######## mem_request_sequencer ########
**src/rtl/mem_request_sequencer.sv**
```systemverilog
`default_nettype none
// ============================================================================
// Module      : mem_request_sequencer
// Description : Issues a configured run of SRAM/DRAM requests. Tracks the
//               in-flight requests in order and collects latency statistics.
// Revision    : 1.0 - initial release
// ============================================================================
module mem_request_sequencer #(
    parameter int SIZE_WIDTH = 16,
    parameter int CNT_WIDTH  = 32,
    parameter int DEPTH      = 4
) (
    input  logic                  clk,
    input  logic                  reset,
    input  logic                  start,
    input  logic [15:0]           cfg_num_reqs,
    input  logic [1:0]            cfg_pattern,
    input  logic [SIZE_WIDTH-1:0] cfg_sram_size,
    input  logic [SIZE_WIDTH-1:0] cfg_dram_size,
    output logic                  req_valid,
    output logic                  req_is_dram,
    output logic [SIZE_WIDTH-1:0] req_size_bytes,
    input  logic                  req_ready,
    input  logic                  resp_valid,
    input  logic [SIZE_WIDTH-1:0] resp_size_bytes,
    output logic                  busy,
    output logic                  done,
    output logic [15:0]           issued_cnt,
    output logic [15:0]           resp_cnt,
    output logic [CNT_WIDTH-1:0]  sram_lat_sum,
    output logic [CNT_WIDTH-1:0]  dram_lat_sum,
    output logic [CNT_WIDTH-1:0]  max_lat,
    output logic                  err_unexpected_resp,
    output logic                  err_size_mismatch
);

    localparam int               c_PTR_W    = $clog2(DEPTH);
    localparam logic [c_PTR_W:0] c_FULL     = (c_PTR_W + 1)'(DEPTH);
    localparam logic [c_PTR_W:0] c_ONE      = (c_PTR_W + 1)'(1);
    localparam logic [1:0]       c_ST_IDLE  = 2'd0;
    localparam logic [1:0]       c_ST_ISSUE = 2'd1;
    localparam logic [1:0]       c_ST_DRAIN = 2'd2;
    localparam logic [1:0]       c_ST_DONE  = 2'd3;

    logic [1:0]            r_state;
    logic [1:0]            w_state_nxt;

    logic [15:0]           r_num;
    logic [1:0]            r_pattern;
    logic [SIZE_WIDTH-1:0] r_sram_size;
    logic [SIZE_WIDTH-1:0] r_dram_size;

    logic                  r_req_valid;
    logic                  r_req_is_dram;
    logic [SIZE_WIDTH-1:0] r_req_size;

    logic [CNT_WIDTH-1:0]  r_ts;
    logic [15:0]           r_issued;
    logic [15:0]           r_resp;
    logic [CNT_WIDTH-1:0]  r_sram_sum;
    logic [CNT_WIDTH-1:0]  r_dram_sum;
    logic [CNT_WIDTH-1:0]  r_max;
    logic                  r_err_unexp;
    logic                  r_err_size;

    logic                  r_mem_dram [DEPTH];
    logic [SIZE_WIDTH-1:0] r_mem_size [DEPTH];
    logic [CNT_WIDTH-1:0]  r_mem_ts   [DEPTH];
    logic [c_PTR_W-1:0]    r_wr_ptr;
    logic [c_PTR_W-1:0]    r_rd_ptr;
    logic [c_PTR_W:0]      r_count;

    logic                  w_start_ok;
    logic                  w_hs;
    logic                  w_pop;
    logic                  w_unexp;
    logic                  w_hold;
    logic                  w_last_hs;
    logic [15:0]           w_issued_nxt;
    logic [c_PTR_W:0]      w_count_nxt;
    logic                  w_nxt_valid;
    logic                  w_nxt_is_dram;
    logic [SIZE_WIDTH-1:0] w_nxt_size;
    logic                  w_start_is_dram;
    logic [CNT_WIDTH-1:0]  w_lat;
    logic [CNT_WIDTH:0]    w_sram_add;
    logic [CNT_WIDTH:0]    w_dram_add;

    function automatic logic f_is_dram(input logic [1:0] pat, input logic k0);
        case (pat)
            2'd0:    return 1'b0;
            2'd1:    return 1'b1;
            2'd2:    return k0;
            default: return ~k0;
        endcase
    endfunction

    assign w_start_ok   = start && ((r_state == c_ST_IDLE) || (r_state == c_ST_DONE));
    assign w_hs         = r_req_valid && req_ready;
    assign w_pop        = resp_valid && (r_count != '0);
    assign w_unexp      = resp_valid && (r_count == '0);
    assign w_hold       = r_req_valid && !req_ready;
    assign w_issued_nxt = r_issued + 16'(w_hs);
    assign w_last_hs    = w_hs && (w_issued_nxt == r_num);
    // Occupancy after this edge, so a same-cycle response frees a slot.
    assign w_count_nxt  = r_count + (c_PTR_W + 1)'(w_hs) - (c_PTR_W + 1)'(w_pop);

    assign w_nxt_valid     = (r_state == c_ST_ISSUE) && (w_issued_nxt < r_num) && (w_count_nxt < c_FULL);
    assign w_nxt_is_dram   = f_is_dram(r_pattern, w_issued_nxt[0]);
    assign w_nxt_size      = w_nxt_is_dram ? r_dram_size : r_sram_size;
    assign w_start_is_dram = f_is_dram(cfg_pattern, 1'b0);

    assign w_lat      = r_ts - r_mem_ts[r_rd_ptr];
    assign w_sram_add = {1'b0, r_sram_sum} + {1'b0, w_lat};
    assign w_dram_add = {1'b0, r_dram_sum} + {1'b0, w_lat};

    always_ff @(posedge clk or posedge reset) begin
        if (reset) begin
            r_state <= c_ST_IDLE;
        end else begin
            r_state <= w_state_nxt;
        end
    end

    always_comb begin
        w_state_nxt = r_state;
        case (r_state)
            c_ST_IDLE, c_ST_DONE: begin
                if (start) begin
                    w_state_nxt = (cfg_num_reqs == 16'd0) ? c_ST_DONE : c_ST_ISSUE;
                end
            end
            c_ST_ISSUE: begin
                if (w_last_hs) begin
                    w_state_nxt = c_ST_DRAIN;
                end
            end
            c_ST_DRAIN: begin
                if (w_pop && (r_count == c_ONE)) begin
                    w_state_nxt = c_ST_DONE;
                end
            end
            default: w_state_nxt = c_ST_IDLE;
        endcase
    end

    always_ff @(posedge clk or posedge reset) begin
        if (reset) begin
            r_req_valid   <= 1'b0;
            r_req_is_dram <= 1'b0;
            r_req_size    <= '0;
        end else if (w_start_ok) begin
            r_req_valid   <= (cfg_num_reqs != 16'd0);
            r_req_is_dram <= w_start_is_dram;
            r_req_size    <= w_start_is_dram ? cfg_dram_size : cfg_sram_size;
        end else if (!w_hold) begin
            r_req_valid   <= w_nxt_valid;
            r_req_is_dram <= w_nxt_is_dram;
            r_req_size    <= w_nxt_size;
        end
    end

    always_ff @(posedge clk or posedge reset) begin
        if (reset) begin
            r_ts <= '0;
        end else begin
            r_ts <= r_ts + 1'b1;
        end
    end

    // Entry storage needs no reset: the pointers alone define validity.
    always_ff @(posedge clk) begin
        if (w_hs) begin
            r_mem_dram[r_wr_ptr] <= r_req_is_dram;
            r_mem_size[r_wr_ptr] <= r_req_size;
            r_mem_ts[r_wr_ptr]   <= r_ts;
        end
    end

    always_ff @(posedge clk or posedge reset) begin
        if (reset) begin
            r_num       <= '0;
            r_pattern   <= '0;
            r_sram_size <= '0;
            r_dram_size <= '0;
            r_wr_ptr    <= '0;
            r_rd_ptr    <= '0;
            r_count     <= '0;
            r_issued    <= '0;
            r_resp      <= '0;
            r_sram_sum  <= '0;
            r_dram_sum  <= '0;
            r_max       <= '0;
            r_err_unexp <= 1'b0;
            r_err_size  <= 1'b0;
        end else if (w_start_ok) begin
            r_num       <= cfg_num_reqs;
            r_pattern   <= cfg_pattern;
            r_sram_size <= cfg_sram_size;
            r_dram_size <= cfg_dram_size;
            r_wr_ptr    <= '0;
            r_rd_ptr    <= '0;
            r_count     <= '0;
            r_issued    <= '0;
            r_resp      <= '0;
            r_sram_sum  <= '0;
            r_dram_sum  <= '0;
            r_max       <= '0;
            r_err_unexp <= 1'b0;
            r_err_size  <= 1'b0;
        end else begin
            r_count <= w_count_nxt;
            if (w_hs) begin
                r_wr_ptr <= r_wr_ptr + 1'b1;
                r_issued <= w_issued_nxt;
            end
            if (w_pop) begin
                r_rd_ptr <= r_rd_ptr + 1'b1;
                r_resp   <= r_resp + 16'd1;
                if (r_mem_dram[r_rd_ptr]) begin
                    r_dram_sum <= w_dram_add[CNT_WIDTH] ? '1 : w_dram_add[CNT_WIDTH-1:0];
                end else begin
                    r_sram_sum <= w_sram_add[CNT_WIDTH] ? '1 : w_sram_add[CNT_WIDTH-1:0];
                end
                if (w_lat > r_max) begin
                    r_max <= w_lat;
                end
                if (resp_size_bytes != r_mem_size[r_rd_ptr]) begin
                    r_err_size <= 1'b1;
                end
            end
            if (w_unexp) begin
                r_err_unexp <= 1'b1;
            end
        end
    end

    assign req_valid           = r_req_valid;
    assign req_is_dram         = r_req_is_dram;
    assign req_size_bytes      = r_req_size;
    assign busy                = (r_state == c_ST_ISSUE) || (r_state == c_ST_DRAIN);
    assign done                = (r_state == c_ST_DONE);
    assign issued_cnt          = r_issued;
    assign resp_cnt            = r_resp;
    assign sram_lat_sum        = r_sram_sum;
    assign dram_lat_sum        = r_dram_sum;
    assign max_lat             = r_max;
    assign err_unexpected_resp = r_err_unexp;
    assign err_size_mismatch   = r_err_size;

endmodule
`default_nettype wire

```
**config.mk**
```make
export PLATFORM = sky130hd
export DESIGN_NAME = mem_request_sequencer
export DESIGN_NICKNAME = d
export VERILOG_FILES = /design/src/rtl/mem_request_sequencer.sv
export SDC_FILE = /design/constraint.sdc
export NUM_CORES = 1
export LEC_CHECK = 0
export CAP_MARGIN = 15
export CORE_AREA = 5 5 225 227
export DETAILED_ROUTE_END_ITERATION = 10
export DIE_AREA = 0 0 230 232
export PLACE_DENSITY = 0.7
export SYNTH_ARGS = -nofsm -noshare
export SYNTH_HDL_FRONTEND = slang
export SYNTH_SLANG_ARGS = --single-unit
```
**constraint.sdc**
```tcl
create_clock -name clk -period 14.9 [get_ports clk]
set_input_delay 2.235 -clock clk [delete_from_list [all_inputs] [get_ports clk]]
set_output_delay 2.235 -clock clk [all_outputs]
set_load 0.005 [all_outputs]
```
### Routed clock nets over the placement, mem_request_sequencer

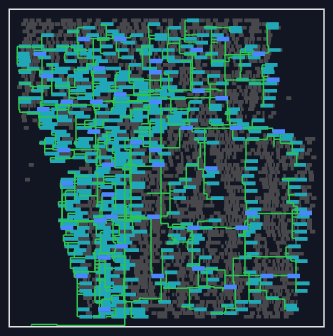
Key: flip-flops = cyan [count 435]; clock wires = green [length 5390 um]; cells driving clock nets = blue [count 47]
There are 48 routed clock nets.
Worst Skew: 43.2 ps
clock network power share: 0.194
clk pwr: 1.17 mW

==> reports/notes.md <==
The die is 230 um wide. The final critical-path required period is 7230 ps. According to the floorplan report, the total die area is 53400 sq um. Wire segments on met2 add up to 28.8 mm in the final route. The overall global routing resource usage came out at 0.218. The run finished with clean final reports. Per the timing report, the most critical flop-to-flop path originates at r_rd_ptr[0]$_DFFE_PP0P_. The CTS clock-pin slew for the worst setup and hold paths came out at 60 ps.

For the portion of total power attributed to combinational logic, the log shows 0.507. Leading register cell type out of synthesis: dfrtp_1. Per the timing report, the biggest fanout along the worst path comes to 28. The timing report notes that buffer and inverter cells on the critical path total 3.

Number of well taps: 622. The startpoint kind of the worst setup timing path was a flip-flop. TritonCTS built the clock tree.

In the layout the commonest cells are 366 x nand2_1, 237 x dfrtp_1, 220 x clkdlybuf4s50_1. Most area-hungry cell class in the final design: sequential cells.
-- cells by family after synthesis --
logic type / share of synthesized area
AND-OR/OR-AND: 0.122
XOR/XNOR: 0.0625
adder cells (fa/ha/maj): 0.0875
buffers and inverters: 0.0330
flip-flops: 0.499
multiplexers: 0.0628
AND/OR/NAND/NOR: 0.134
-- power groups by stage --
| stage | clock network, mW | registers, mW | logic, mW |
|---|---|---|---|
| 5_1_grt | 1.25 | 1.84 | 3.40 |
| 3_5_place_dp | 0 | 1.82 | 3.01 |
| 3_3_place_gp | 0 | 1.81 | 2.92 |
| 6_report | 1.17 | 1.80 | 3.05 |
| 2_1_floorplan | 0 | 1.72 | 2.19 |
| 4_1_cts | 1.19 | 1.80 | 3.03 |
-- metrics by stage --
step	setup slack [ps]	power, mW	hold WS (ps)	std cells	area [sq um]
4_1_cts	7350	6.03	477	3084	28200
3_5_place_dp	7370	4.84	463	2996	26600
5_1_grt	7060	6.48	487	3085	28200
6_report	7670	6.02	479	3085	28200
3_3_place_gp	7580	4.73	457	2996	26600
2_1_floorplan	6110	3.91	446	2223	23800

######## dmem_arbiter ########
### Selected gate families, dmem_arbiter

The bar under the picture is 50 um long.
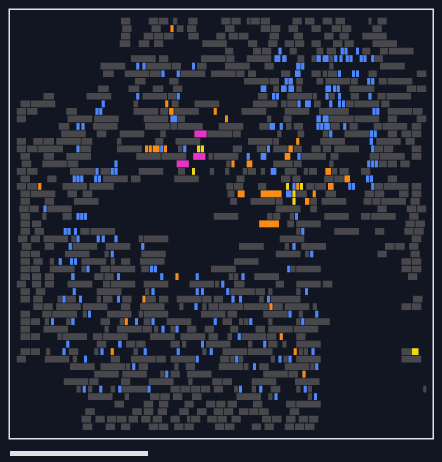
### Routed clock nets over the placement, dmem_arbiter

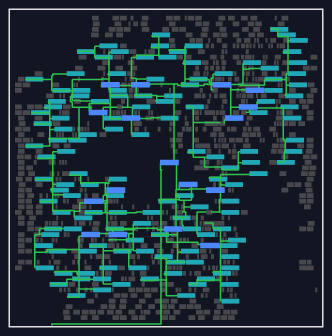
`src/rtl/dmem_pkg.sv`:
```
// dmem_pkg: shared funct3 codes, FSM state type and port count for the data memory arbiter
package dmem_pkg;
  localparam int NREQ = 2;
  localparam logic [2:0] F3_B  = 3'b000;
  localparam logic [2:0] F3_H  = 3'b001;
  localparam logic [2:0] F3_W  = 3'b010;
  localparam logic [2:0] F3_BU = 3'b100;
  localparam logic [2:0] F3_HU = 3'b101;
  typedef enum logic [1:0] {IDLE, ACCESS, RDWAIT} state_t;
endpackage

```
`src/rtl/dmem_lane_align.sv`:
```
// dmem_lane_align: byte-lane strobes, store replication, load extract/extend and access legality
module dmem_lane_align
  import dmem_pkg::*;
#(
  parameter int DATA_W = 32
) (
  input  logic              we,
  input  logic [1:0]        off,
  input  logic [2:0]        funct3,
  input  logic [DATA_W-1:0] wdata,
  input  logic [DATA_W-1:0] rword,
  output logic [3:0]        strb,
  output logic [DATA_W-1:0] wrep,
  output logic [DATA_W-1:0] rext,
  output logic              bad
);
  logic [7:0]  b;
  logic [15:0] h;
  logic        ill;
  logic        mis;
  // lane selection follows the low address bits; size comes from funct3[1:0]
  always_comb begin
    b    = rword[{off, 3'b000} +: 8];
    h    = rword[{off[1], 4'b0000} +: 16];
    rext = funct3 == F3_B  ? {{24{b[7]}}, b} :
           funct3 == F3_H  ? {{16{h[15]}}, h} :
           funct3 == F3_BU ? {24'b0, b} :
           funct3 == F3_HU ? {16'b0, h} : rword;
    strb = funct3 == F3_B ? 4'b0001 << off :
           funct3 == F3_H ? 4'b0011 << {off[1], 1'b0} : 4'b1111;
    wrep = funct3 == F3_B ? {4{wdata[7:0]}} :
           funct3 == F3_H ? {2{wdata[15:0]}} : wdata;
    ill  = we ? funct3 > F3_W : !(funct3 inside {F3_B, F3_H, F3_W, F3_BU, F3_HU});
    mis  = funct3[1:0] == 2'b01 ? off[0] :
           funct3[1:0] == 2'b10 ? |off : 1'b0;
    bad  = ill | mis;
  end
endmodule

```
`src/rtl/dmem_arbiter.sv`:
```
// dmem_arbiter: two-port data memory arbiter and access sequencer; DMEM_ARB_RR_EN selects round-robin over fixed priority
module dmem_arbiter
  import dmem_pkg::*;
#(
  parameter int DM_ADDRESS = 9,
  parameter int DATA_W     = 32
) (
  input  logic                             clk,
  input  logic                             reset,
  input  logic [NREQ-1:0]                  req,
  input  logic [NREQ-1:0]                  we,
  input  logic [NREQ-1:0][DM_ADDRESS-1:0]  addr,
  input  logic [NREQ-1:0][DATA_W-1:0]      wdata,
  input  logic [NREQ-1:0][2:0]             funct3,
  output logic [NREQ-1:0]                  gnt,
  output logic [NREQ-1:0]                  done,
  output logic                             err,
  output logic [DATA_W-1:0]                rdata,
  output logic [DM_ADDRESS-1:0]            mem_raddr,
  output logic [DM_ADDRESS-1:0]            mem_waddr,
  output logic [DATA_W-1:0]                mem_wdata,
  output logic [3:0]                       mem_wr,
  input  logic [DATA_W-1:0]                mem_rdata
);
  state_t                st;
  logic                  port;
  logic                  lwe;
  logic [DM_ADDRESS-1:0] la;
  logic [DATA_W-1:0]     lwd;
  logic [2:0]            lf3;
  logic                  any;
  logic                  win;
  logic [3:0]            strb;
  logic [DATA_W-1:0]     wrep;
  logic [DATA_W-1:0]     rext;
  logic                  bad;
`ifdef DMEM_ARB_RR_EN
  logic                  ptr;
`endif

  dmem_lane_align #(.DATA_W(DATA_W)) u_align (
    .we(lwe), .off(la[1:0]), .funct3(lf3), .wdata(lwd), .rword(mem_rdata),
    .strb(strb), .wrep(wrep), .rext(rext), .bad(bad)
  );

  // winner selection; requests seen while done is pulsing are stale and ignored
  always_comb begin
    any = |req && !(|done);
`ifdef DMEM_ARB_RR_EN
    win = &req ? ptr : req[1];
`else
    win = !req[0];
`endif
  end

  // access sequencer: latch winner, issue memory access, report completion
  always_ff @(posedge clk or posedge reset) begin
    if (reset) begin
      st        <= IDLE;
      port      <= 1'b0;
      lwe       <= 1'b0;
      la        <= '0;
      lwd       <= '0;
      lf3       <= '0;
      gnt       <= '0;
      done      <= '0;
      err       <= 1'b0;
      rdata     <= '0;
      mem_raddr <= '0;
      mem_waddr <= '0;
      mem_wdata <= '0;
      mem_wr    <= '0;
`ifdef DMEM_ARB_RR_EN
      ptr       <= 1'b0;
`endif
    end else begin
      gnt    <= '0;
      done   <= '0;
      err    <= 1'b0;
      mem_wr <= '0;
      case (st)
        IDLE: if (any) begin
          gnt  <= NREQ'(1) << win;
          port <= win;
          lwe  <= we[win];
          la   <= addr[win];
          lwd  <= wdata[win];
          lf3  <= funct3[win];
          if (!we[win]) mem_raddr <= {addr[win][DM_ADDRESS-1:2], 2'b00};
`ifdef DMEM_ARB_RR_EN
          ptr  <= !win;
`endif
          st   <= ACCESS;
        end
        ACCESS: if (bad || lwe) begin
          done  <= NREQ'(1) << port;
          err   <= bad;
          rdata <= '0;
          if (!bad) begin
            mem_wr    <= strb;
            mem_waddr <= {la[DM_ADDRESS-1:2], 2'b00};
            mem_wdata <= wrep;
          end
          st <= IDLE;
        end else st <= RDWAIT;
        RDWAIT: begin
          done  <= NREQ'(1) << port;
          rdata <= rext;
          st    <= IDLE;
        end
        default: st <= IDLE;
      endcase
    end
  end
endmodule

```
`config.mk`:
```
export PLATFORM = sky130hd
export DESIGN_NAME = dmem_arbiter
export DESIGN_NICKNAME = d
export VERILOG_FILES = /design/src/rtl/dmem_pkg.sv /design/src/rtl/dmem_lane_align.sv /design/src/rtl/dmem_arbiter.sv
export SDC_FILE = /design/constraint.sdc
export NUM_CORES = 1
export LEC_CHECK = 0
export CAP_MARGIN = 10
export CORE_AREA = 2 2 151 153
export DETAILED_ROUTE_END_ITERATION = 16
export DIE_AREA = 0 0 153 155
export PLACE_DENSITY = 0.59
export SYNTH_ARGS = -nofsm -noshare
export SYNTH_HDL_FRONTEND = slang
export SYNTH_SLANG_ARGS = --single-unit
```
`constraint.sdc`:
```
create_clock -name clk -period 4 [get_ports clk]
set_clock_uncertainty 0.2 [all_clocks]
set_input_delay 0.4 -clock clk [delete_from_list [all_inputs] [get_ports clk]]
set_output_delay 0.4 -clock clk [all_outputs]
set_load 0.01 [all_outputs]
```
==> reports/notes.md <==
Among all flip-flop cells after synthesis, the most frequent one is dfrtp_1. Maximum number of pins on one net before global-route repair: 136. The instance area at placement is 8850 sq um. The layout cell share with drive strength beyond 1 came out at 0.0898. In this run, synthesis inferred 0 flip-flops with an integrated enable.

The critical path depth works out to 5. On the worst setup and hold paths after CTS, the clock-pin slew comes to 60 ps. Endpoints with negative setup slack in the final report add up to 0. For the total number of placement rows, the log shows 55. Per the CTS log, the root buffer master is clkbuf_16. The post-route clock period utilization came out at 0.590. With the relative max-transition margin at 0.328, the area fraction in and, or, nand and nor cells after synthesis is 0.141.

The initial antenna violation count was 0. The flow ran to the end, and the final reports show no timing, DRC or antenna violations. The worst-case register-to-register setup slack is 1640 ps. Critical path endpoint: rdata[17]$_DFFE_PP0P_. Per the detail_route report, routed wire per instance is 16.3 um. The final-layout clock-cell area share is 0.0627.
Notes on 'Selected gate families' of dmem_arbiter above:
Key: NOR gates = orange [cells 32, most used nor2_1]; adder and majority cells = magenta [cells 3, most used ha_1]; NAND gates = blue [cells 181, most used nand2_1, where all over the die]; inverters = yellow [cells 8, most used inv_1]
multi-input gate share of total cell area: 0.304
final cell count without fillers: 1142
Top cell excl fill/tap: clkdlybuf4s50_1

Notes on 'Routed clock nets over the placement' of dmem_arbiter above:
Key: clock wires = green [length 1860 um]; cells driving clock nets = blue [count 17]; flip-flops = cyan [count 135]
Position of the flops: all over the die.

==> metal layers <==
layer | share of wire | vias up | global-route usage
met5 | 0 | - | 0
li1 | - | 2646 | -
met1 | 0.46 | 2521 | 0.216
met3 | 0.054 | 19 | 0.0448
met4 | 0.013 | 0 | 0.0445
met2 | 0.47 | 150 | 0.261
==> synth_stat cells (8+ instances only) <==
cell type / count / area [sq um]
a21oi_1: 19 / 95.1
a22o_1: 17 / 149
buf_2: 21 / 105
clkbuf_1: 12 / 45.0
dfrtp_1: 135 / 3380
inv_1: 8 / 30.0
mux2_2: 23 / 259
mux2i_1: 67 / 671
nand2_1: 161 / 604
nand2b_1: 14 / 87.6
nor2_1: 20 / 75.1
o21ai_0: 45 / 225
o21ai_1: 21 / 105
o22ai_1: 8 / 50.1
==> registers in the layout (all words and copies together) (netlist names), 2 cells and up <==
name / cells
lwd: 32
mem_wdata: 32
rdata: 32
la: 9
mem_raddr: 7
mem_waddr: 7
mem_wr: 4
lf3: 3
done: 2
gnt: 2
st: 2
==> power by group <==
part	switching, mW	internal (mW)	total [mW]
Clock	0.641	0.932	1.57
Sequential	0.475	2.02	2.50
Combinational	1.90	1.68	3.58

######## apb_timeout_guard ########
### Metal 3, apb_timeout_guard

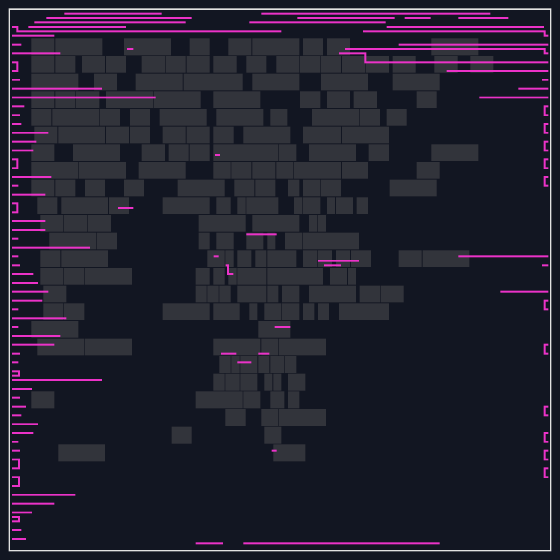
<file path="src/rtl/apb_guard_pkg.sv">
// apb_guard_pkg: shared state encoding and default sizing for the APB timeout guard
package apb_guard_pkg;
    typedef enum logic [1:0] {IDLE, FWD, BLOCK, ABORT} guard_state_e;
    localparam int TIMEOUT_W_DEF = 8;
endpackage

</file>
<file path="src/rtl/apb_guard_timer.sv">
// apb_guard_timer: clearable access-phase wait counter with terminal-count flag
module apb_guard_timer #(
    parameter int TIMEOUT_W      = 8,
    parameter int TIMEOUT_CYCLES = 255
) (
    input  logic clk,
    input  logic reset_n,
    input  logic clr,
    input  logic inc,
    output logic tc
);
    logic [TIMEOUT_W-1:0] count;
    assign tc = count == TIMEOUT_W'(TIMEOUT_CYCLES - 1);
    always_ff @(posedge clk) begin
        if (!reset_n || clr)
            count <= '0;
        else if (inc)
            count <= count + TIMEOUT_W'(1);
    end
endmodule

</file>
<file path="src/rtl/apb_timeout_guard.sv">
// apb_timeout_guard: zero-latency APB pass-through with wait timeout and fault isolation; optional irq_timeout via APB_GUARD_IRQ_EN
module apb_timeout_guard
    import apb_guard_pkg::*;
#(
    parameter int APB_AW         = 32,
    parameter int APB_DW         = 32,
    parameter int TIMEOUT_W      = TIMEOUT_W_DEF,
    parameter int TIMEOUT_CYCLES = 255
) (
    input  logic                clk,
    input  logic                reset_n,
    input  logic [APB_AW-1:0]   APB_S_PADDR,
    input  logic [APB_DW-1:0]   APB_S_PWDATA,
    input  logic                APB_S_PWRITE,
    input  logic [APB_DW/8-1:0] APB_S_PSTRB,
    input  logic                APB_S_PSEL,
    input  logic                APB_S_PENABLE,
    output logic [APB_DW-1:0]   APB_S_PRDATA,
    output logic                APB_S_PREADY,
    output logic                APB_S_PSLVERR,
    output logic [APB_AW-1:0]   APB_M_PADDR,
    output logic [APB_DW-1:0]   APB_M_PWDATA,
    output logic                APB_M_PWRITE,
    output logic [APB_DW/8-1:0] APB_M_PSTRB,
    output logic                APB_M_PSEL,
    output logic                APB_M_PENABLE,
    input  logic [APB_DW-1:0]   APB_M_PRDATA,
    input  logic                APB_M_PREADY,
    input  logic                APB_M_PSLVERR,
    input  logic                ss_en,
`ifdef APB_GUARD_IRQ_EN
    output logic                irq_timeout,
`endif
    output logic                ss_fault
);
    guard_state_e state, next;
    logic allow, stall, tc, m_psel, m_pen, s_ready, s_err;
    logic [APB_DW-1:0] s_rdata;

    assign allow = ss_en && !ss_fault;
    assign stall = state == FWD && APB_S_PSEL && APB_S_PENABLE && !APB_M_PREADY;

    apb_guard_timer #(.TIMEOUT_W(TIMEOUT_W), .TIMEOUT_CYCLES(TIMEOUT_CYCLES)) u_timer (
        .clk(clk), .reset_n(reset_n), .clr(state != FWD), .inc(stall), .tc(tc)
    );

    always_comb begin
        next    = state;
        m_psel  = 1'b0;
        m_pen   = 1'b0;
        s_ready = 1'b0;
        s_err   = 1'b0;
        s_rdata = '0;
        case (state)
            IDLE: begin
                m_psel = APB_S_PSEL && allow;
                next   = !APB_S_PSEL ? IDLE : allow ? FWD : BLOCK;
            end
            FWD: begin
                m_psel  = APB_S_PSEL;
                m_pen   = APB_S_PSEL && APB_S_PENABLE;
                s_ready = APB_S_PSEL && APB_M_PREADY;
                s_err   = APB_S_PSEL && APB_M_PSLVERR;
                s_rdata = APB_S_PSEL ? APB_M_PRDATA : '0;
                next    = (!APB_S_PSEL || (APB_S_PENABLE && APB_M_PREADY)) ? IDLE :
                          (stall && tc) ? ABORT : FWD;
            end
            BLOCK: begin
                s_ready = APB_S_PSEL && APB_S_PENABLE;
                s_err   = APB_S_PSEL && APB_S_PENABLE;
                next    = (!APB_S_PSEL || APB_S_PENABLE) ? IDLE : BLOCK;
            end
            default: begin
                s_ready = APB_S_PSEL;
                s_err   = APB_S_PSEL;
                next    = IDLE;
            end
        endcase
    end

    // Request payload is always visible downstream; only PSEL/PENABLE qualify it.
    assign APB_M_PADDR   = APB_S_PADDR;
    assign APB_M_PWDATA  = APB_S_PWDATA;
    assign APB_M_PWRITE  = APB_S_PWRITE;
    assign APB_M_PSTRB   = APB_S_PSTRB;
    assign APB_M_PSEL    = reset_n && m_psel;
    assign APB_M_PENABLE = reset_n && m_pen;
    assign APB_S_PREADY  = reset_n && s_ready;
    assign APB_S_PSLVERR = s_err;
    assign APB_S_PRDATA  = s_rdata;

    always_ff @(posedge clk) begin
        if (!reset_n) begin
            state    <= IDLE;
            ss_fault <= 1'b0;
        end else begin
            state <= next;
            if (state == FWD && next == ABORT)
                ss_fault <= 1'b1;
            else if (state == IDLE && !ss_en)
                ss_fault <= 1'b0;
        end
    end

`ifdef APB_GUARD_IRQ_EN
    logic fault_d;
    always_ff @(posedge clk) fault_d <= reset_n && ss_fault;
    assign irq_timeout = fault_d && ss_fault;
`endif
endmodule

</file>
<file path="config.mk">
export PLATFORM = sky130hd
export DESIGN_NAME = apb_timeout_guard
export DESIGN_NICKNAME = d
export VERILOG_FILES = /design/src/rtl/apb_guard_pkg.sv /design/src/rtl/apb_guard_timer.sv /design/src/rtl/apb_timeout_guard.sv
export SDC_FILE = /design/constraint.sdc
export NUM_CORES = 1
export LEC_CHECK = 0
export CAP_MARGIN = 20
export CORE_MARGIN = 3
export CORE_UTILIZATION = 23
export DETAILED_ROUTE_END_ITERATION = 10
export PLACE_DENSITY = 0.87
export SLEW_MARGIN = 25
export SYNTH_ARGS = -nofsm -noshare
export SYNTH_HDL_FRONTEND = slang
export SYNTH_SLANG_ARGS = --single-unit
</file>
<file path="constraint.sdc">
create_clock -name clk -period 1.5 [get_ports clk]
set_input_delay 0.15 -clock clk [delete_from_list [all_inputs] [get_ports clk]]
set_output_delay 0.15 -clock clk [all_outputs]
set_load 0.1 [all_outputs]
</file>
==> reports/notes.md <==
The quantity of hold-fixing buffers added after cts was 0; the proportion of register bits with asynchronous set or reset after synthesis was 0. The routed length on met2 came out at 2.50 mm. After layout, the design draws a total of 1.04 mW. Synthesis-to-finish area growth: 68.0%. For the maximum buffer depth of the clock tree, the log shows 2. The worst setup path is captured at a primary output. Once the clock tree was built, the setup fixing pass inserted 0 buffers. The post-route clock period utilization is 1.06. The width of the die came out at 83.2 um. u_timer.count holds more flip-flops than any other register. For the leakage dissipation, the log shows 0.861 nW. The floorplan step defined a die boundary enclosing 6920 sq um. The run gives 4 for the depth of the most critical reg-to-reg path. The overall global routing resource usage came out at 0.134. The run gives 1 as the CTS H-tree depth.

The adder and majority gate portion of the synthesized area came out at 0.0183. The checks that failed: setup timing. The final report lists the setup-violating endpoint count as 32. The run gives 0 for the number of enable flip-flop cells. For this design, the slowest cell found on the critical path is dfxtp_4. The tools report the source of the critical timing path as state[1]$_SDFF_PN0_. The number of max-slew violations in the final report was 0. The relative max-transition margin came out at 0.801. For the final worst-path setup slack, the log shows -86.9 ps.

The flip-flop count of the largest register after layout came out at 8. The run finished, with violations left. Of all nets on the critical path, the largest fanout is 16.
## Picture notes: 'Metal 3' of apb_timeout_guard
The longest straight run is 40.5 um. The layer carries 686 um of wire. 86 nets have wire on it.
global routing usage on met3: 0.0734
overall routed net length: 5.00 mm
vias: 1227

area by class of cell:
type | count | area, sq um | area share
timing repair buffer | 88 | 1240 | 0.541
sequential | 11 | 229 | 0.0995
inverter | 3 | 11.3 | 0.00489
tap | 72 | 90.1 | 0.0391
clock buffer | 4 | 45.0 | 0.0196
multi-input combinational | 89 | 682 | 0.296
worst register-to-register path, stage by stage (launching register included):
cell and delay (ps):
dfxtp_1 390, ha_1 240, inv_1 80, or4_1 500
a21oi_1 150
power by group:
part           internal (mW)  total [mW]  switching, mW
clock                  0.187       0.308          0.120
sequential             0.294       0.299        0.00533
combinational          0.213       0.438          0.225
total                  0.695        1.04          0.350
per-stage QoR:
step	cell area, sq um	util
global placement	2200	0.390
floorplan	1460	-
detailed placement	2200	0.390
finish	2300	0.408
global route	2300	0.408
CTS	2250	0.399
final timing paths:
| path | endpoint | slack [ps] |
|---|---|---|
| worst max-delay path | APB_S_PRDATA[11] | -90 |
| worst max register to register | u_timer.count[2]$_SDFFE_PP0N_ | 80 |
| worst min register to register | u_timer.count[7]$_SDFFE_PP0N_ | 490 |
| worst min-delay path | APB_M_PADDR[0] | 300 |

######## data_memory_banked_flat ########
### Track usage over the die, data_memory_banked_flat

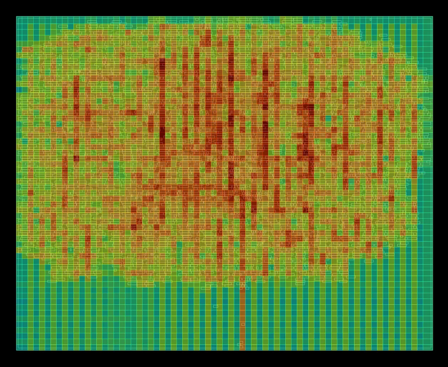
### Metal 3, data_memory_banked_flat

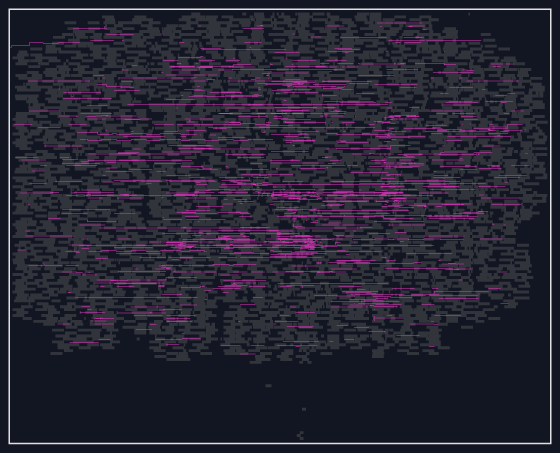
<file path="src/rtl/dmem_pkg.sv">
// dmem_pkg: shared definitions for the banked data memory.
// Holds the sweep FSM state encoding, the fixed read latency and a
// parameter-legality helper used for elaboration-time checks.
package dmem_pkg;

    typedef enum logic {CLEAR, READY} dmem_state_e;

    localparam int DMEM_READ_LATENCY = 1;

    // Word width must be whole bytes; depth must fit the address space.
    function automatic bit dmem_params_ok(input int data_width, input int address_line, input int mem_size);
        return data_width > 0 && data_width % 8 == 0 && mem_size >= 2 &&
               longint'(mem_size) <= (longint'(1) << address_line);
    endfunction

endpackage

</file>
<file path="src/rtl/data_memory_banked_if.sv">
// data_memory_banked_if: request/response bus of the data memory.
// master: req_valid, req_write, address, write_data, byte_en out; req_ready, rsp_valid, read_data, addr_error in.
// slave:  the mirror image.
interface data_memory_banked_if #(
    parameter int DATA_WIDTH   = 8,
    parameter int ADDRESS_LINE = 8
);
    localparam int BYTE_LANES = DATA_WIDTH / 8;

    logic                    req_valid;
    logic                    req_ready;
    logic                    req_write;
    logic [ADDRESS_LINE-1:0] address;
    logic [DATA_WIDTH-1:0]   write_data;
    logic [BYTE_LANES-1:0]   byte_en;
    logic                    rsp_valid;
    logic [DATA_WIDTH-1:0]   read_data;
    logic                    addr_error;

    modport master (
        output req_valid, req_write, address, write_data, byte_en,
        input  req_ready, rsp_valid, read_data, addr_error
    );

    modport slave (
        input  req_valid, req_write, address, write_data, byte_en,
        output req_ready, rsp_valid, read_data, addr_error
    );

endinterface

</file>
<file path="src/rtl/dmem_clear_fsm.sv">
// dmem_clear_fsm: zeroing sweep controller for the data memory.
// Ports: clock, reset (async active-low), clear (restart sweep),
//        sweep_we/sweep_addr (one zero-write per cycle while clearing),
//        init_done (high in READY).
module dmem_clear_fsm
    import dmem_pkg::*;
#(
    parameter int MEM_SIZE = 256,
    parameter int PTR_W    = $clog2(MEM_SIZE)
) (
    input  logic             clock,
    input  logic             reset,
    input  logic             clear,
    output logic             sweep_we,
    output logic [PTR_W-1:0] sweep_addr,
    output logic             init_done
);

    localparam logic [PTR_W-1:0] LAST = PTR_W'(MEM_SIZE - 1);

    dmem_state_e      state;
    logic [PTR_W-1:0] clr_ptr;

    assign sweep_we   = state == CLEAR;
    assign sweep_addr = clr_ptr;

    always_ff @(posedge clock or negedge reset) begin
        if (!reset) begin
            state     <= CLEAR;
            clr_ptr   <= '0;
            init_done <= 1'b0;
        end else if (state == CLEAR) begin
            if (clear) begin
                clr_ptr <= '0;
            end else if (clr_ptr == LAST) begin
                state     <= READY;
                init_done <= 1'b1;
                clr_ptr   <= '0;
            end else begin
                clr_ptr <= clr_ptr + PTR_W'(1);
            end
        end else if (clear) begin
            state     <= CLEAR;
            init_done <= 1'b0;
            clr_ptr   <= '0;
        end
    end

endmodule

</file>
<file path="src/rtl/data_memory_banked.sv">
// data_memory_banked: byte-enabled data memory with 1-cycle registered reads.
// Ports: clock, reset (async active-low), clear (restart zeroing sweep),
//        init_done (memory swept and accepting requests),
//        bus (slave side of data_memory_banked_if: valid/ready request, read response, addr_error).
module data_memory_banked
    import dmem_pkg::*;
#(
    parameter int DATA_WIDTH   = 8,
    parameter int ADDRESS_LINE = 8,
    parameter int MEM_SIZE     = 256
) (
    input  logic                 clock,
    input  logic                 reset,
    input  logic                 clear,
    output logic                 init_done,
    data_memory_banked_if.slave  bus
);

    localparam int BYTE_LANES = DATA_WIDTH / 8;
    localparam int PTR_W      = $clog2(MEM_SIZE);
    // One extra bit so MEM_SIZE == 2**ADDRESS_LINE is representable.
    localparam logic [ADDRESS_LINE:0] SIZE_LIM = (ADDRESS_LINE + 1)'(MEM_SIZE);

    if (!dmem_params_ok(DATA_WIDTH, ADDRESS_LINE, MEM_SIZE) || DMEM_READ_LATENCY != 1) begin : g_param_check
        $error("data_memory_banked: illegal DATA_WIDTH/ADDRESS_LINE/MEM_SIZE");
    end

    logic [DATA_WIDTH-1:0] mem [MEM_SIZE];
    logic                  sweep_we;
    logic [PTR_W-1:0]      sweep_addr;
    logic                  accept;
    logic                  in_range;
    logic [PTR_W-1:0]      idx;

    dmem_clear_fsm #(.MEM_SIZE(MEM_SIZE), .PTR_W(PTR_W)) u_clear_fsm (
        .clock      (clock),
        .reset      (reset),
        .clear      (clear),
        .sweep_we   (sweep_we),
        .sweep_addr (sweep_addr),
        .init_done  (init_done)
    );

    assign bus.req_ready = init_done;
    assign accept        = bus.req_valid && bus.req_ready;
    assign in_range      = {1'b0, bus.address} < SIZE_LIM;
    assign idx           = bus.address[PTR_W-1:0];

    // Sweep and requests are mutually exclusive: requests only land in READY.
    always_ff @(posedge clock) begin
        if (sweep_we) begin
            mem[sweep_addr] <= '0;
        end else if (accept && bus.req_write && in_range) begin
            for (int i = 0; i < BYTE_LANES; i++)
                if (bus.byte_en[i]) mem[idx][8*i +: 8] <= bus.write_data[8*i +: 8];
        end
    end

    // Read samples the pre-write contents (read-first); out-of-range reads return zero.
    always_ff @(posedge clock or negedge reset) begin
        if (!reset) begin
            bus.rsp_valid  <= 1'b0;
            bus.read_data  <= '0;
            bus.addr_error <= 1'b0;
        end else begin
            bus.rsp_valid  <= accept && !bus.req_write;
            bus.addr_error <= accept && !in_range;
            if (accept && !bus.req_write) bus.read_data <= in_range ? mem[idx] : '0;
        end
    end

endmodule

</file>
<file path="src/flat_wrapper.sv">
// flat-port wrapper written by rule: the top's interface ports become plain ports
module data_memory_banked_flat import dmem_pkg::*;
#(
    parameter int DATA_WIDTH   = 8,
    parameter int ADDRESS_LINE = 8,
    parameter int MEM_SIZE     = 256
)
  (clock, reset, clear, init_done, bus_req_valid, bus_req_write, bus_address, bus_write_data, bus_byte_en, bus_req_ready, bus_rsp_valid, bus_read_data, bus_addr_error);
  data_memory_banked_if #(.DATA_WIDTH(DATA_WIDTH), .ADDRESS_LINE(ADDRESS_LINE)) bus_i ();
  input  logic clock;
  input  logic reset;
  input  logic clear;
  output logic init_done;
  input wire logic [$bits(bus_i.req_valid)-1:0] bus_req_valid;
  input wire logic [$bits(bus_i.req_write)-1:0] bus_req_write;
  input wire logic [$bits(bus_i.address)-1:0] bus_address;
  input wire logic [$bits(bus_i.write_data)-1:0] bus_write_data;
  input wire logic [$bits(bus_i.byte_en)-1:0] bus_byte_en;
  output wire logic [$bits(bus_i.req_ready)-1:0] bus_req_ready;
  output wire logic [$bits(bus_i.rsp_valid)-1:0] bus_rsp_valid;
  output wire logic [$bits(bus_i.read_data)-1:0] bus_read_data;
  output wire logic [$bits(bus_i.addr_error)-1:0] bus_addr_error;
  assign bus_i.req_valid = bus_req_valid;
  assign bus_i.req_write = bus_req_write;
  assign bus_i.address = bus_address;
  assign bus_i.write_data = bus_write_data;
  assign bus_i.byte_en = bus_byte_en;
  assign bus_req_ready = bus_i.req_ready;
  assign bus_rsp_valid = bus_i.rsp_valid;
  assign bus_read_data = bus_i.read_data;
  assign bus_addr_error = bus_i.addr_error;
  data_memory_banked #(.DATA_WIDTH(DATA_WIDTH), .ADDRESS_LINE(ADDRESS_LINE), .MEM_SIZE(MEM_SIZE)) u_core (.clock(clock), .reset(reset), .clear(clear), .init_done(init_done), .bus(bus_i));
endmodule
</file>
<file path="config.mk">
export PLATFORM = sky130hd
export DESIGN_NAME = data_memory_banked_flat
export DESIGN_NICKNAME = d
export VERILOG_FILES = /design/src/rtl/dmem_pkg.sv /design/src/rtl/data_memory_banked_if.sv /design/src/rtl/dmem_clear_fsm.sv /design/src/rtl/data_memory_banked.sv /design/src/flat_wrapper.sv
export SDC_FILE = /design/constraint.sdc
export NUM_CORES = 2
export LEC_CHECK = 0
export CAP_MARGIN = 15
export CORE_ASPECT_RATIO = 0.8
export CORE_MARGIN = 2
export CORE_UTILIZATION = 41
export CTS_CLUSTER_DIAMETER = 150
export DETAILED_ROUTE_END_ITERATION = 12
export PLACE_DENSITY_LB_ADDON = 0.25
export SLEW_MARGIN = 20
export SYNTH_ARGS = -nofsm -noshare
export SYNTH_HDL_FRONTEND = slang
export SYNTH_HIERARCHICAL = 1
export SYNTH_SLANG_ARGS = --single-unit
</file>
<file path="constraint.sdc">
create_clock -name clock -period 15.9 [get_ports clock]
set_input_delay 1.59 -clock clock [delete_from_list [all_inputs] [get_ports clock]]
set_output_delay 1.59 -clock clock [all_outputs]
set_load 0.01 [all_outputs]
</file>
==> reports/notes.md <==
The proportion of register bits with asynchronous set or reset after synthesis is 0.00919, and the layout clock buffer count is 226. The register with the most flip-flops in the final layout is u_core/mem. The run reported a max-capacitance violation count of 0.

The clock insertion delay at the later pin of the skew report was 850 ps. The tools report the starting density of the core as 0.411. The run finished with clean final reports.

TritonCTS built the clock tree. The post-route clock period utilization came out at 0.376. In the final layout, the fill cell count is 16500. After the last flow step, the layout net total stands at 4033. The logs give 94.2 mm for the routed metal-1 wirelength and 3 for the maximum buffer depth of the clock tree.

Multi-input logic portion of the cell area: 0.197. The sequential portion of the cell area works out to 0.688. The slowest stage of the critical path is the buf_4 cell.

With the final-layout clock-cell area share at 0.0654, the final critical-path required period is 5980 ps. By area the synthesized netlist is led by edfxtp_1 76%, mux4_2 11%, mux2i_1 3.4%, nor2_1 1.3%, mux4_1 0.84%. The uppermost metal layer occupied by signal nets was met5. The CTS clock-pin slew for the worst setup and hold paths works out to 70 ps.

Looking at the global route congestion table, the highest-usage layer is met1. Counting flops with a built-in enable in the synthesized netlist gives 2048. The logs give 0 ps for the post-route setup TNS and 81200 sq um for the synthesized chip area reported by yosys. The tools report the sequential share of power as 0.553.
Notes on 'Track usage over the die' of data_memory_banked_flat above:
final cell utilization of the core: 0.456
global-route usage over all layers: 0.212
global routing usage on met3: 0.0419

Notes on 'Metal 3' of data_memory_banked_flat above:
The layer carries 18000 um of wire. The layer holds 8.4% of the routed length. The longest straight run is 242 um. 422 nets have wire on it.

## cells by family (layout without fill, tap and decap cells)
logic type,after synthesis,in the layout,synth area share
compound gates,389,389,0.0354
xor+xnor,1,1,0.000108
fa+ha+maj,2,2,0.000308
buf+inv,237,489,0.0207
flops,2067,2067,0.763
mux,703,703,0.151
other cells,1,4,0.0000462
simple gates,520,520,0.0298
## final timing paths
kind,startpoint,to,slack (ps),cells after the start
max in group asynchronous,reset,u_core/u_clear_fsm/sweep_addr[3]$_DFFE_PN0P_,14590,1
worst min register to register,u_core/bus.read_data[6]$_DFFE_PN0P_,u_core/bus.read_data[6]$_DFFE_PN0P_,600,2
worst max register to register,u_core/u_clear_fsm/init_done$_DFFE_PN0P_,u_core/mem[151][7]$_DFFE_PP_,11230,5
min in group asynchronous,reset,u_core/bus.rsp_valid$_DFF_PN0_,810,1
worst max-delay path,bus_address[1],u_core/bus.read_data[6]$_DFFE_PN0P_,9920,10
worst min-delay path,u_core/bus.read_data[6]$_DFFE_PN0P_,u_core/bus.read_data[6]$_DFFE_PN0P_,600,2

######## lsu_dmem_master ########
### Routed clock nets over the placement, lsu_dmem_master

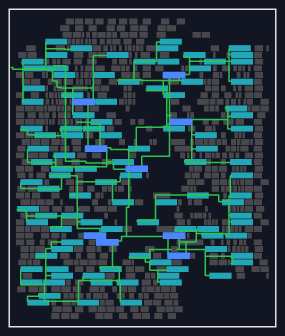
--- config.mk ---
export PLATFORM = sky130hd
export DESIGN_NAME = lsu_dmem_master
export DESIGN_NICKNAME = d
export VERILOG_FILES = /design/src/rtl/lsu_dmem_master.sv
export SDC_FILE = /design/constraint.sdc
export NUM_CORES = 1
export LEC_CHECK = 0
export CAP_MARGIN = 10
export CORE_ASPECT_RATIO = 1.2
export CORE_MARGIN = 2
export CORE_UTILIZATION = 40
export CTS_BUF_LIST = sky130_fd_sc_hd__clkbuf_8 sky130_fd_sc_hd__clkbuf_16
export DETAILED_ROUTE_END_ITERATION = 8
export PLACE_DENSITY = 0.86
export SYNTH_ARGS = -nofsm -noshare
export SYNTH_HDL_FRONTEND = slang
export SYNTH_SLANG_ARGS = --single-unit
--- constraint.sdc ---
create_clock -name clk -period 3 [get_ports clk]
set_input_delay 0.3 -clock clk [delete_from_list [all_inputs] [get_ports clk]]
set_output_delay 0.3 -clock clk [all_outputs]
set_load 0.005 [all_outputs]
--- src/rtl/lsu_dmem_master.sv ---
// Load/store initiator between the execute stage and data memory: validates one
// request at a time, drives the dmem strobes for a single ACCESS cycle, returns load data.
module lsu_dmem_master #(
    parameter logic [31:0] DM_BASE  = 32'h10010000,
    parameter int unsigned DM_BYTES = 1024
) (
    input  logic        clk,
    input  logic        rst,
    input  logic        req,
    input  logic [2:0]  op,
    input  logic [31:0] addr,
    input  logic [31:0] wdata,
    output logic        busy,
    output logic        done,
    output logic        addr_err,
    output logic [31:0] rdata,
    output logic        dm_ena,
    output logic        dm_rena,
    output logic        dm_wena,
    output logic [3:0]  dm_wflag,
    output logic [31:0] dm_addr,
    output logic [31:0] dm_wdata,
    input  logic [31:0] dm_rdata
);

    localparam logic [2:0] OpLb  = 3'b000;
    localparam logic [2:0] OpLbu = 3'b001;
    localparam logic [2:0] OpLh  = 3'b010;
    localparam logic [2:0] OpLhu = 3'b011;
    localparam logic [2:0] OpLw  = 3'b100;
    localparam logic [2:0] OpSb  = 3'b101;
    localparam logic [2:0] OpSh  = 3'b110;
    localparam logic [2:0] OpSw  = 3'b111;

    // Highest address at which a full word still fits inside the window.
    localparam logic [31:0] DmLast = DM_BASE + 32'(DM_BYTES) - 32'd4;

    typedef enum logic {StIdle, StAccess} state_e;

    state_e      state_q, state_d;
    logic [2:0]  op_q, op_d;
    logic [31:0] addr_q, addr_d;
    logic [31:0] wdata_q, wdata_d;
    logic        done_q, done_d;
    logic        err_q, err_d;
    logic [31:0] rdata_q, rdata_d;

    logic        req_misaligned;
    logic        req_out_of_range;
    logic        is_store_q;
    logic [31:0] byte_shifted;
    logic [7:0]  load_byte;
    logic [15:0] load_half;
    logic [31:0] load_val;

    always_comb begin
        req_misaligned = 1'b0;
        unique case (op)
            OpLh, OpLhu, OpSh: req_misaligned = addr[0];
            OpLw, OpSw:        req_misaligned = (addr[1:0] != 2'b00);
            default:           req_misaligned = 1'b0;
        endcase
        req_out_of_range = (addr < DM_BASE) || (addr > DmLast);
    end

    assign is_store_q = (op_q == OpSb) || (op_q == OpSh) || (op_q == OpSw);

    always_comb begin
        byte_shifted = dm_rdata >> {addr_q[1:0], 3'b000};
        load_byte    = byte_shifted[7:0];
        load_half    = addr_q[1] ? dm_rdata[31:16] : dm_rdata[15:0];
        unique case (op_q)
            OpLb:    load_val = {{24{load_byte[7]}}, load_byte};
            OpLbu:   load_val = {24'h0, load_byte};
            OpLh:    load_val = {{16{load_half[15]}}, load_half};
            OpLhu:   load_val = {16'h0, load_half};
            default: load_val = dm_rdata;
        endcase
    end

    always_comb begin
        state_d = state_q;
        op_d    = op_q;
        addr_d  = addr_q;
        wdata_d = wdata_q;
        done_d  = 1'b0;
        err_d   = 1'b0;
        rdata_d = rdata_q;
        unique case (state_q)
            StIdle: begin
                if (req) begin
                    op_d    = op;
                    addr_d  = addr;
                    wdata_d = wdata;
                    if (req_misaligned || req_out_of_range) begin
                        done_d = 1'b1;
                        err_d  = 1'b1;
                    end else begin
                        state_d = StAccess;
                    end
                end
            end
            StAccess: begin
                state_d = StIdle;
                done_d  = 1'b1;
                if (!is_store_q) begin
                    rdata_d = load_val;
                end
            end
            default: state_d = StIdle;
        endcase
    end

    always_ff @(posedge clk or posedge rst) begin
        if (rst) begin
            state_q <= StIdle;
            op_q    <= 3'b000;
            addr_q  <= 32'h0;
            wdata_q <= 32'h0;
            done_q  <= 1'b0;
            err_q   <= 1'b0;
            rdata_q <= 32'h0;
        end else begin
            state_q <= state_d;
            op_q    <= op_d;
            addr_q  <= addr_d;
            wdata_q <= wdata_d;
            done_q  <= done_d;
            err_q   <= err_d;
            rdata_q <= rdata_d;
        end
    end

    // Strobes decode registered state only, so an async reset drops them at once.
    always_comb begin
        dm_ena   = 1'b0;
        dm_rena  = 1'b0;
        dm_wena  = 1'b0;
        dm_wflag = 4'b0000;
        dm_addr  = 32'h0;
        dm_wdata = 32'h0;
        if (state_q == StAccess) begin
            dm_ena  = 1'b1;
            dm_addr = {addr_q[31:2], 2'b00};
            if (is_store_q) begin
                dm_wena = 1'b1;
                unique case (op_q)
                    OpSb: begin
                        dm_wflag = 4'b0001 << addr_q[1:0];
                        dm_wdata = {4{wdata_q[7:0]}};
                    end
                    OpSh: begin
                        dm_wflag = addr_q[1] ? 4'b1100 : 4'b0011;
                        dm_wdata = {2{wdata_q[15:0]}};
                    end
                    default: begin
                        dm_wflag = 4'b1111;
                        dm_wdata = wdata_q;
                    end
                endcase
            end else begin
                dm_rena = 1'b1;
            end
        end
    end

    assign busy     = (state_q == StAccess);
    assign done     = done_q;
    assign addr_err = err_q;
    assign rdata    = rdata_q;

endmodule

==> reports/notes.md <==
The number of search-and-repair iterations in the first detailed-routing pass is 7. With the number of enable flip-flop cells at 0, the area taken by flip-flops and latches is 2550 sq um. The depth of the most critical reg-to-reg path is 6. The run gives 0.394 for the met2 track demand over resource in global routing. The number of port buffers works out to 205. The worst register-to-register path has a setup slack of 1010 ps.

The run finished with clean final reports. The final count of hold timing violations came out at 0. The tools report the leakage dissipation as 3.17 nW. Multi-input combinational cell count: 366.

In this run the most critical hold path is launched from rdata[7]$_DFFE_PP0P_. The internal power of the cells totals 2.46 mW. The peak per-stage delay on the critical path came out at 540 ps. The run gives 0.000244 V as the peak ir drop on the vdd network.
Notes on 'Routed clock nets over the placement' of lsu_dmem_master above:
Key: flip-flops = cyan [count 102]; clock wires = green [length 1230 um]; cells driving clock nets = blue [count 9]
There are 10 routed clock nets. Position of the flops: all over the die.
Worst Skew: 6.28 ps
Latency at later pin: 340 ps
clock network power share: 0.374
clk pwr: 1.23 mW

state kept, by name (all words and copies together), names as in the netlist:
register,flops
wdata_q,32
addr_err,1
op_q,3
done,1
busy,1
rdata,32
addr_q,32
logic make-up (layout without fill, tap and decap cells):
| family | count (synthesis) | after routing | share of synthesized area |
|---|---|---|---|
| AOI/OAI and AO/OA | 103 | 103 | 0.120 |
| xor gates and xnor gates | 1 | 1 | 0.00170 |
| buffers and inverters | 42 | 234 | 0.0429 |
| DFF | 102 | 102 | 0.495 |
| muxes | 71 | 71 | 0.154 |
| other | 1 | 2 | 0.000727 |
| and+or+nand+nor | 189 | 189 | 0.186 |
stage by stage:
| step | hold slack [ps] | setup slack [ps] | cell area [sq um] | power, mW | utilization |
|---|---|---|---|---|---|
| after floorplan | 417 | 24.5 | 5160 | 1.84 | - |
| after global placement | 466 | 513 | 7320 | 2.05 | 0.580 |
| after detailed placement | 483 | 352 | 7320 | 2.07 | 0.580 |
| after CTS | 498 | 218 | 7640 | 3.31 | 0.606 |
| after global routing | 521 | 8.65 | 7640 | 3.43 | 0.606 |
| final | 490 | 201 | 7640 | 3.27 | 0.606 |

######## merge_pipe_row ########
### Metal 3, merge_pipe_row

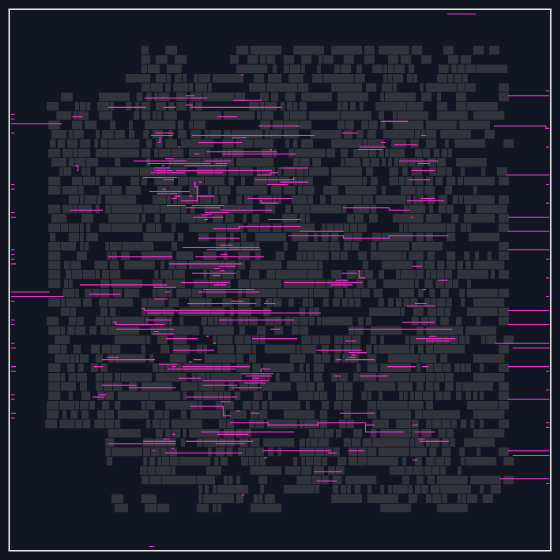
==> config.mk <==
export PLATFORM = sky130hd
export DESIGN_NAME = merge_pipe_row
export DESIGN_NICKNAME = d
export VERILOG_FILES = /design/src/rtl/merge_pipe_row.sv
export SDC_FILE = /design/constraint.sdc
export NUM_CORES = 1
export LEC_CHECK = 0
export ABC_AREA = 0
export CAP_MARGIN = 25
export CORE_MARGIN = 10
export CORE_UTILIZATION = 55
export CTS_BUF_LIST = sky130_fd_sc_hd__clkbuf_8
export CTS_CLUSTER_SIZE = 20
export DETAILED_ROUTE_END_ITERATION = 7
export GPL_TIMING_DRIVEN = 0
export PLACE_DENSITY_LB_ADDON = 0.2
export SYNTH_ARGS = -nofsm -noshare
export SYNTH_HDL_FRONTEND = slang
export SYNTH_SLANG_ARGS = --single-unit
==> constraint.sdc <==
create_clock -name clk -period 1.8 [get_ports clk]
set_input_delay 0.18 -clock clk [delete_from_list [all_inputs] [get_ports clk]]
set_output_delay 0.18 -clock clk [all_outputs]
set_load 0.05 [all_outputs]
==> src/rtl/merge_pipe_row.sv <==
// ----------------------------------------------------------------------------
// merge_pipe_row
//
// Merges two ascending-sorted N-element runs into one sorted 2N-element run,
// independently for each of R rows, through a registered bitonic merge
// network. There is one compare-exchange layer per pipeline stage, so the
// pipeline has L = log2(2N) stages. The sort direction is chosen per
// transaction and travels down the pipe with its data.
//
// Ports
//   clk        rising-edge clock
//   rst_n      asynchronous active-low reset
//   in_valid   inba/desc valid
//   in_ready   block accepts when in_valid && in_ready
//   desc       0 = ascending output, 1 = descending; sampled with inba
//   inba       per row r: run a at [r*2N*W +: N*W], run b at the next N*W bits;
//              element k of a run is at W*k, element 0 smallest
//   out_valid  c/out_desc valid
//   out_ready  downstream accepts when out_valid && out_ready
//   c          per row r: 2N merged elements at [r*2N*W +: 2N*W], element 0
//              first in the selected order
//   out_desc   direction of the transaction currently on c
//   done_cnt   number of completed output transfers, wraps at 16 bits
// ----------------------------------------------------------------------------
module merge_pipe_row #(
    parameter int WIDTH = 2,
    parameter int N     = 8,
    parameter int R     = 1
) (
    input  logic                     clk,
    input  logic                     rst_n,
    input  logic                     in_valid,
    output logic                     in_ready,
    input  logic                     desc,
    input  logic [2*N*R*WIDTH-1:0]   inba,
    output logic                     out_valid,
    input  logic                     out_ready,
    output logic [2*N*R*WIDTH-1:0]   c,
    output logic                     out_desc,
    output logic [15:0]              done_cnt
);

    localparam int ROW_W = 2 * N * WIDTH;
    localparam int BUS_W = R * ROW_W;
    localparam int L     = $clog2(2 * N);

    // Every stage moves together whenever the output slot is free or is
    // being drained this cycle; otherwise the whole pipe freezes.
    logic adv;
    assign adv      = !out_valid || out_ready;
    assign in_ready = adv;

    // Reversing run b turns a ++ rev(b) into a bitonic sequence, which the
    // half-cleaner cascade below sorts completely.
    logic [BUS_W-1:0] pre_data;

    always_comb begin
        pre_data = '0;
        for (int r = 0; r < R; r++) begin
            for (int k = 0; k < N; k++) begin
                pre_data[r*ROW_W + k*WIDTH +: WIDTH] =
                    inba[r*ROW_W + k*WIDTH +: WIDTH];
                pre_data[r*ROW_W + (N+k)*WIDTH +: WIDTH] =
                    inba[r*ROW_W + N*WIDTH + (N-1-k)*WIDTH +: WIDTH];
            end
        end
    end

    genvar gi;
    generate
        for (gi = 0; gi < L; gi++) begin : g_stage
            // Compare distance halves at each stage: N, N/2, ..., 1.
            localparam int D = (2 * N) >> (gi + 1);

            logic [BUS_W-1:0] src_data;
            logic             src_valid;
            logic             src_desc;
            logic [BUS_W-1:0] data_d, data_q;
            logic             valid_d, valid_q;
            logic             desc_d, desc_q;

            if (gi == 0) begin : g_src
                assign src_data  = pre_data;
                assign src_valid = in_valid;
                assign src_desc  = desc;
            end else begin : g_src
                assign src_data  = g_stage[gi-1].data_q;
                assign src_valid = g_stage[gi-1].valid_q;
                assign src_desc  = g_stage[gi-1].desc_q;
            end

            always_comb begin
                logic [WIDTH-1:0] lo_v;
                logic [WIDTH-1:0] hi_v;
                int               i_idx;
                int               j_idx;
                lo_v    = '0;
                hi_v    = '0;
                i_idx   = 0;
                j_idx   = 0;
                data_d  = data_q;
                valid_d = valid_q;
                desc_d  = desc_q;
                if (adv) begin
                    data_d  = src_data;
                    valid_d = src_valid;
                    desc_d  = src_desc;
                    for (int r = 0; r < R; r++) begin
                        // Enumerate the N pairs (i, i+D) directly so no
                        // index ever leaves the row.
                        for (int p = 0; p < N; p++) begin
                            i_idx = (p / D) * 2 * D + (p % D);
                            j_idx = i_idx + D;
                            lo_v  = src_data[r*ROW_W + i_idx*WIDTH +: WIDTH];
                            hi_v  = src_data[r*ROW_W + j_idx*WIDTH +: WIDTH];
                            if (src_desc ? (lo_v < hi_v) : (lo_v > hi_v)) begin
                                data_d[r*ROW_W + i_idx*WIDTH +: WIDTH] = hi_v;
                                data_d[r*ROW_W + j_idx*WIDTH +: WIDTH] = lo_v;
                            end
                        end
                    end
                end
            end

            always_ff @(posedge clk or negedge rst_n) begin
                if (!rst_n) begin
                    data_q  <= '0;
                    valid_q <= 1'b0;
                    desc_q  <= 1'b0;
                end else begin
                    data_q  <= data_d;
                    valid_q <= valid_d;
                    desc_q  <= desc_d;
                end
            end
        end
    endgenerate

    assign c         = g_stage[L-1].data_q;
    assign out_valid = g_stage[L-1].valid_q;
    assign out_desc  = g_stage[L-1].desc_q;

    logic [15:0] done_cnt_d, done_cnt_q;

    always_comb begin
        done_cnt_d = done_cnt_q;
        if (out_valid && out_ready) begin
            done_cnt_d = done_cnt_q + 16'd1;
        end
    end

    always_ff @(posedge clk or negedge rst_n) begin
        if (!rst_n) begin
            done_cnt_q <= 16'd0;
        end else begin
            done_cnt_q <= done_cnt_d;
        end
    end

    assign done_cnt = done_cnt_q;

endmodule

==> reports/notes.md <==
The final layout report lists a non-clock buffer count of 161. Synthesized chip area reported by yosys: 10400 sq um. Kind of path behind the tightest hold check: in -> async. In this run the deepest clock path goes through 2 buffers.

The biggest slice of the total power is consumed by combinational cells. The run gives -7 ps as the worst-case register-to-register setup slack. The tools report the quantity of hold-fixing buffers added after cts as 1.

The run gives -7.21 ps for the final worst-path setup slack. For the TritonCTS buffer count, the log shows 17. The critical path endpoint is g_stage[1].data_q[13]$_DFFE_PN0P_.

Once detailed placement completed, the half-perimeter wirelength came to 22.4 mm. The final reports fail on setup timing. The flow ran to the end, but the final reports show violations. The layout cell share with drive strength beyond 1 came out at 0.124. The met1 demand-to-capacity share in global routing is 0.314.

For this design the ratio of total power to cell area is 1930 nW/um^2. The total overflow left after global routing is 0. The overall die area was 24700 sq um; the met2 track demand over resource in global routing was 0.390. Clock-pin slew was measured on the worst setup and hold paths at 80 ps. A synthesized cell averages 8.95 sq um.

TritonCTS built the clock tree. Routed signal wires occupy layers up through met4. In the final layout, flip-flops and latches occupy 3810 sq um. The final core area utilization was 0.657.

The non-clock buffer share of cell area was 0.105. The run gives 250 ps as the hold slack. The final setup violation count was 1.

The leading register cell type out of synthesis was dfrtp_1.
## Picture notes: 'Metal 3' of merge_pipe_row
The layer holds 6.6% of the routed length. The wires run mostly horizontal. The longest straight run is 41.4 um.

==> synthesized netlist by cell type, types with 4 or more instances <==
| cell | n | area [sq um] |
|---|---|---|
| dfrtp_1 | 152 | 3800 |
| nand2_1 | 126 | 473 |
| o211ai_1 | 121 | 908 |
| nand4_1 | 87 | 544 |
| nand3_1 | 86 | 430 |
| inv_1 | 68 | 255 |
| ha_1 | 65 | 813 |
| buf_2 | 48 | 240 |
| nor2_1 | 43 | 161 |
| nand2b_1 | 41 | 257 |
| nor2b_1 | 34 | 213 |
| mux2i_1 | 29 | 290 |
| o311ai_1 | 29 | 254 |
| o21ai_0 | 24 | 120 |
| o21a_1 | 22 | 165 |
| o22a_1 | 20 | 175 |
| o22ai_1 | 20 | 125 |
| a221o_1 | 18 | 180 |
| mux2_2 | 16 | 180 |
| o311ai_0 | 15 | 131 |
| xnor2_1 | 14 | 123 |
| and3_1 | 12 | 75.1 |
| nor3_1 | 12 | 60.1 |
| a211o_1 | 11 | 96.3 |
| a21oi_1 | 11 | 55.1 |
| o21ai_1 | 8 | 40.0 |
| buf_4 | 5 | 37.5 |
| clkbuf_1 | 4 | 15.0 |
| o21ai_2 | 4 | 35.0 |


## Gallery

Metal 3.
panel A
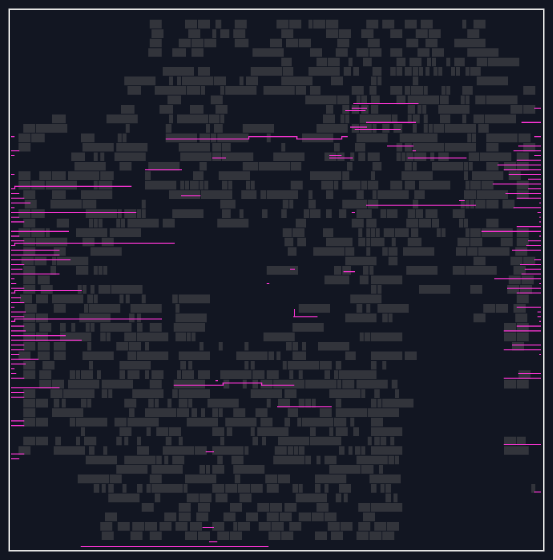
panel B
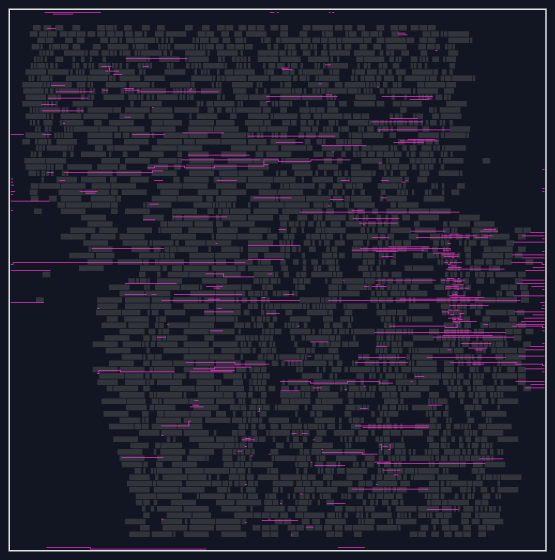
panel C
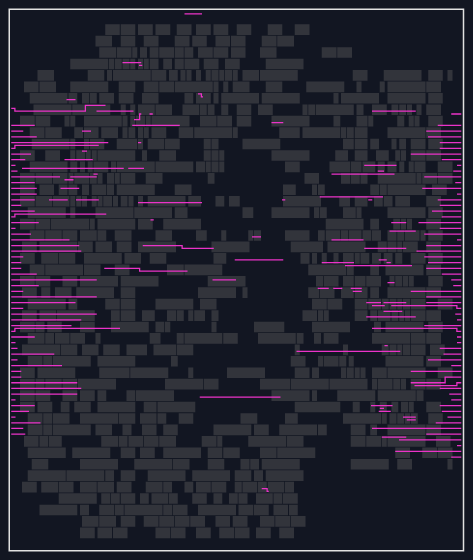
Panel B comes from mem_request_sequencer.
Panel C comes from lsu_dmem_master.
Panel A comes from dmem_arbiter.

Key to panel B:
The longest straight run is 99.6 um. The wires run mostly horizontal. The layer holds 5.1% of the routed length.


## Gallery

Routed clock nets over the placement.
image #1
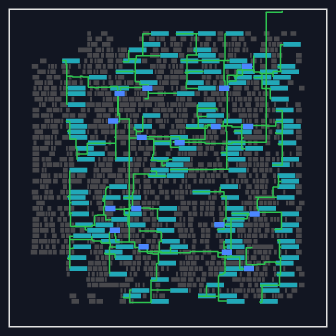
image #2
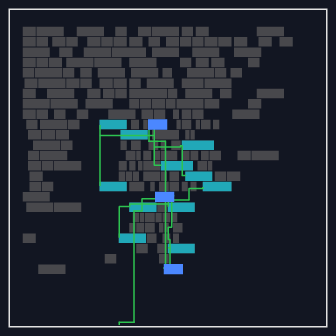
image #3
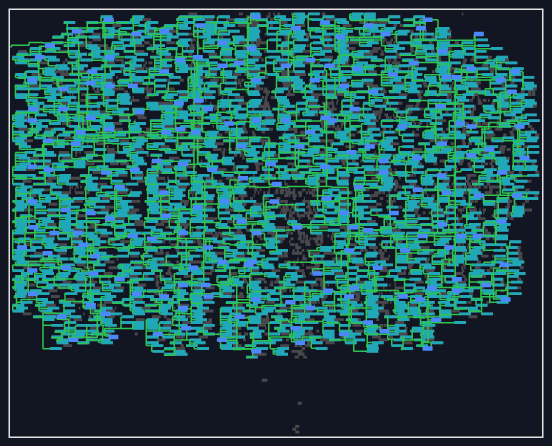
| from | picture |
|---|---|
| apb_timeout_guard | image #2 |
| data_memory_banked_flat | image #3 |
| merge_pipe_row | image #1 |
- most sequential cells: image #3

Key to image #1:
Key: clock wires = green [length 1810 um]; cells driving clock nets = blue [count 17]; flip-flops = cyan [count 152]
There are 18 routed clock nets. Position of the flops: all over the die.

Power figures rest on the tool's default switching activity, not on a simulated workload.
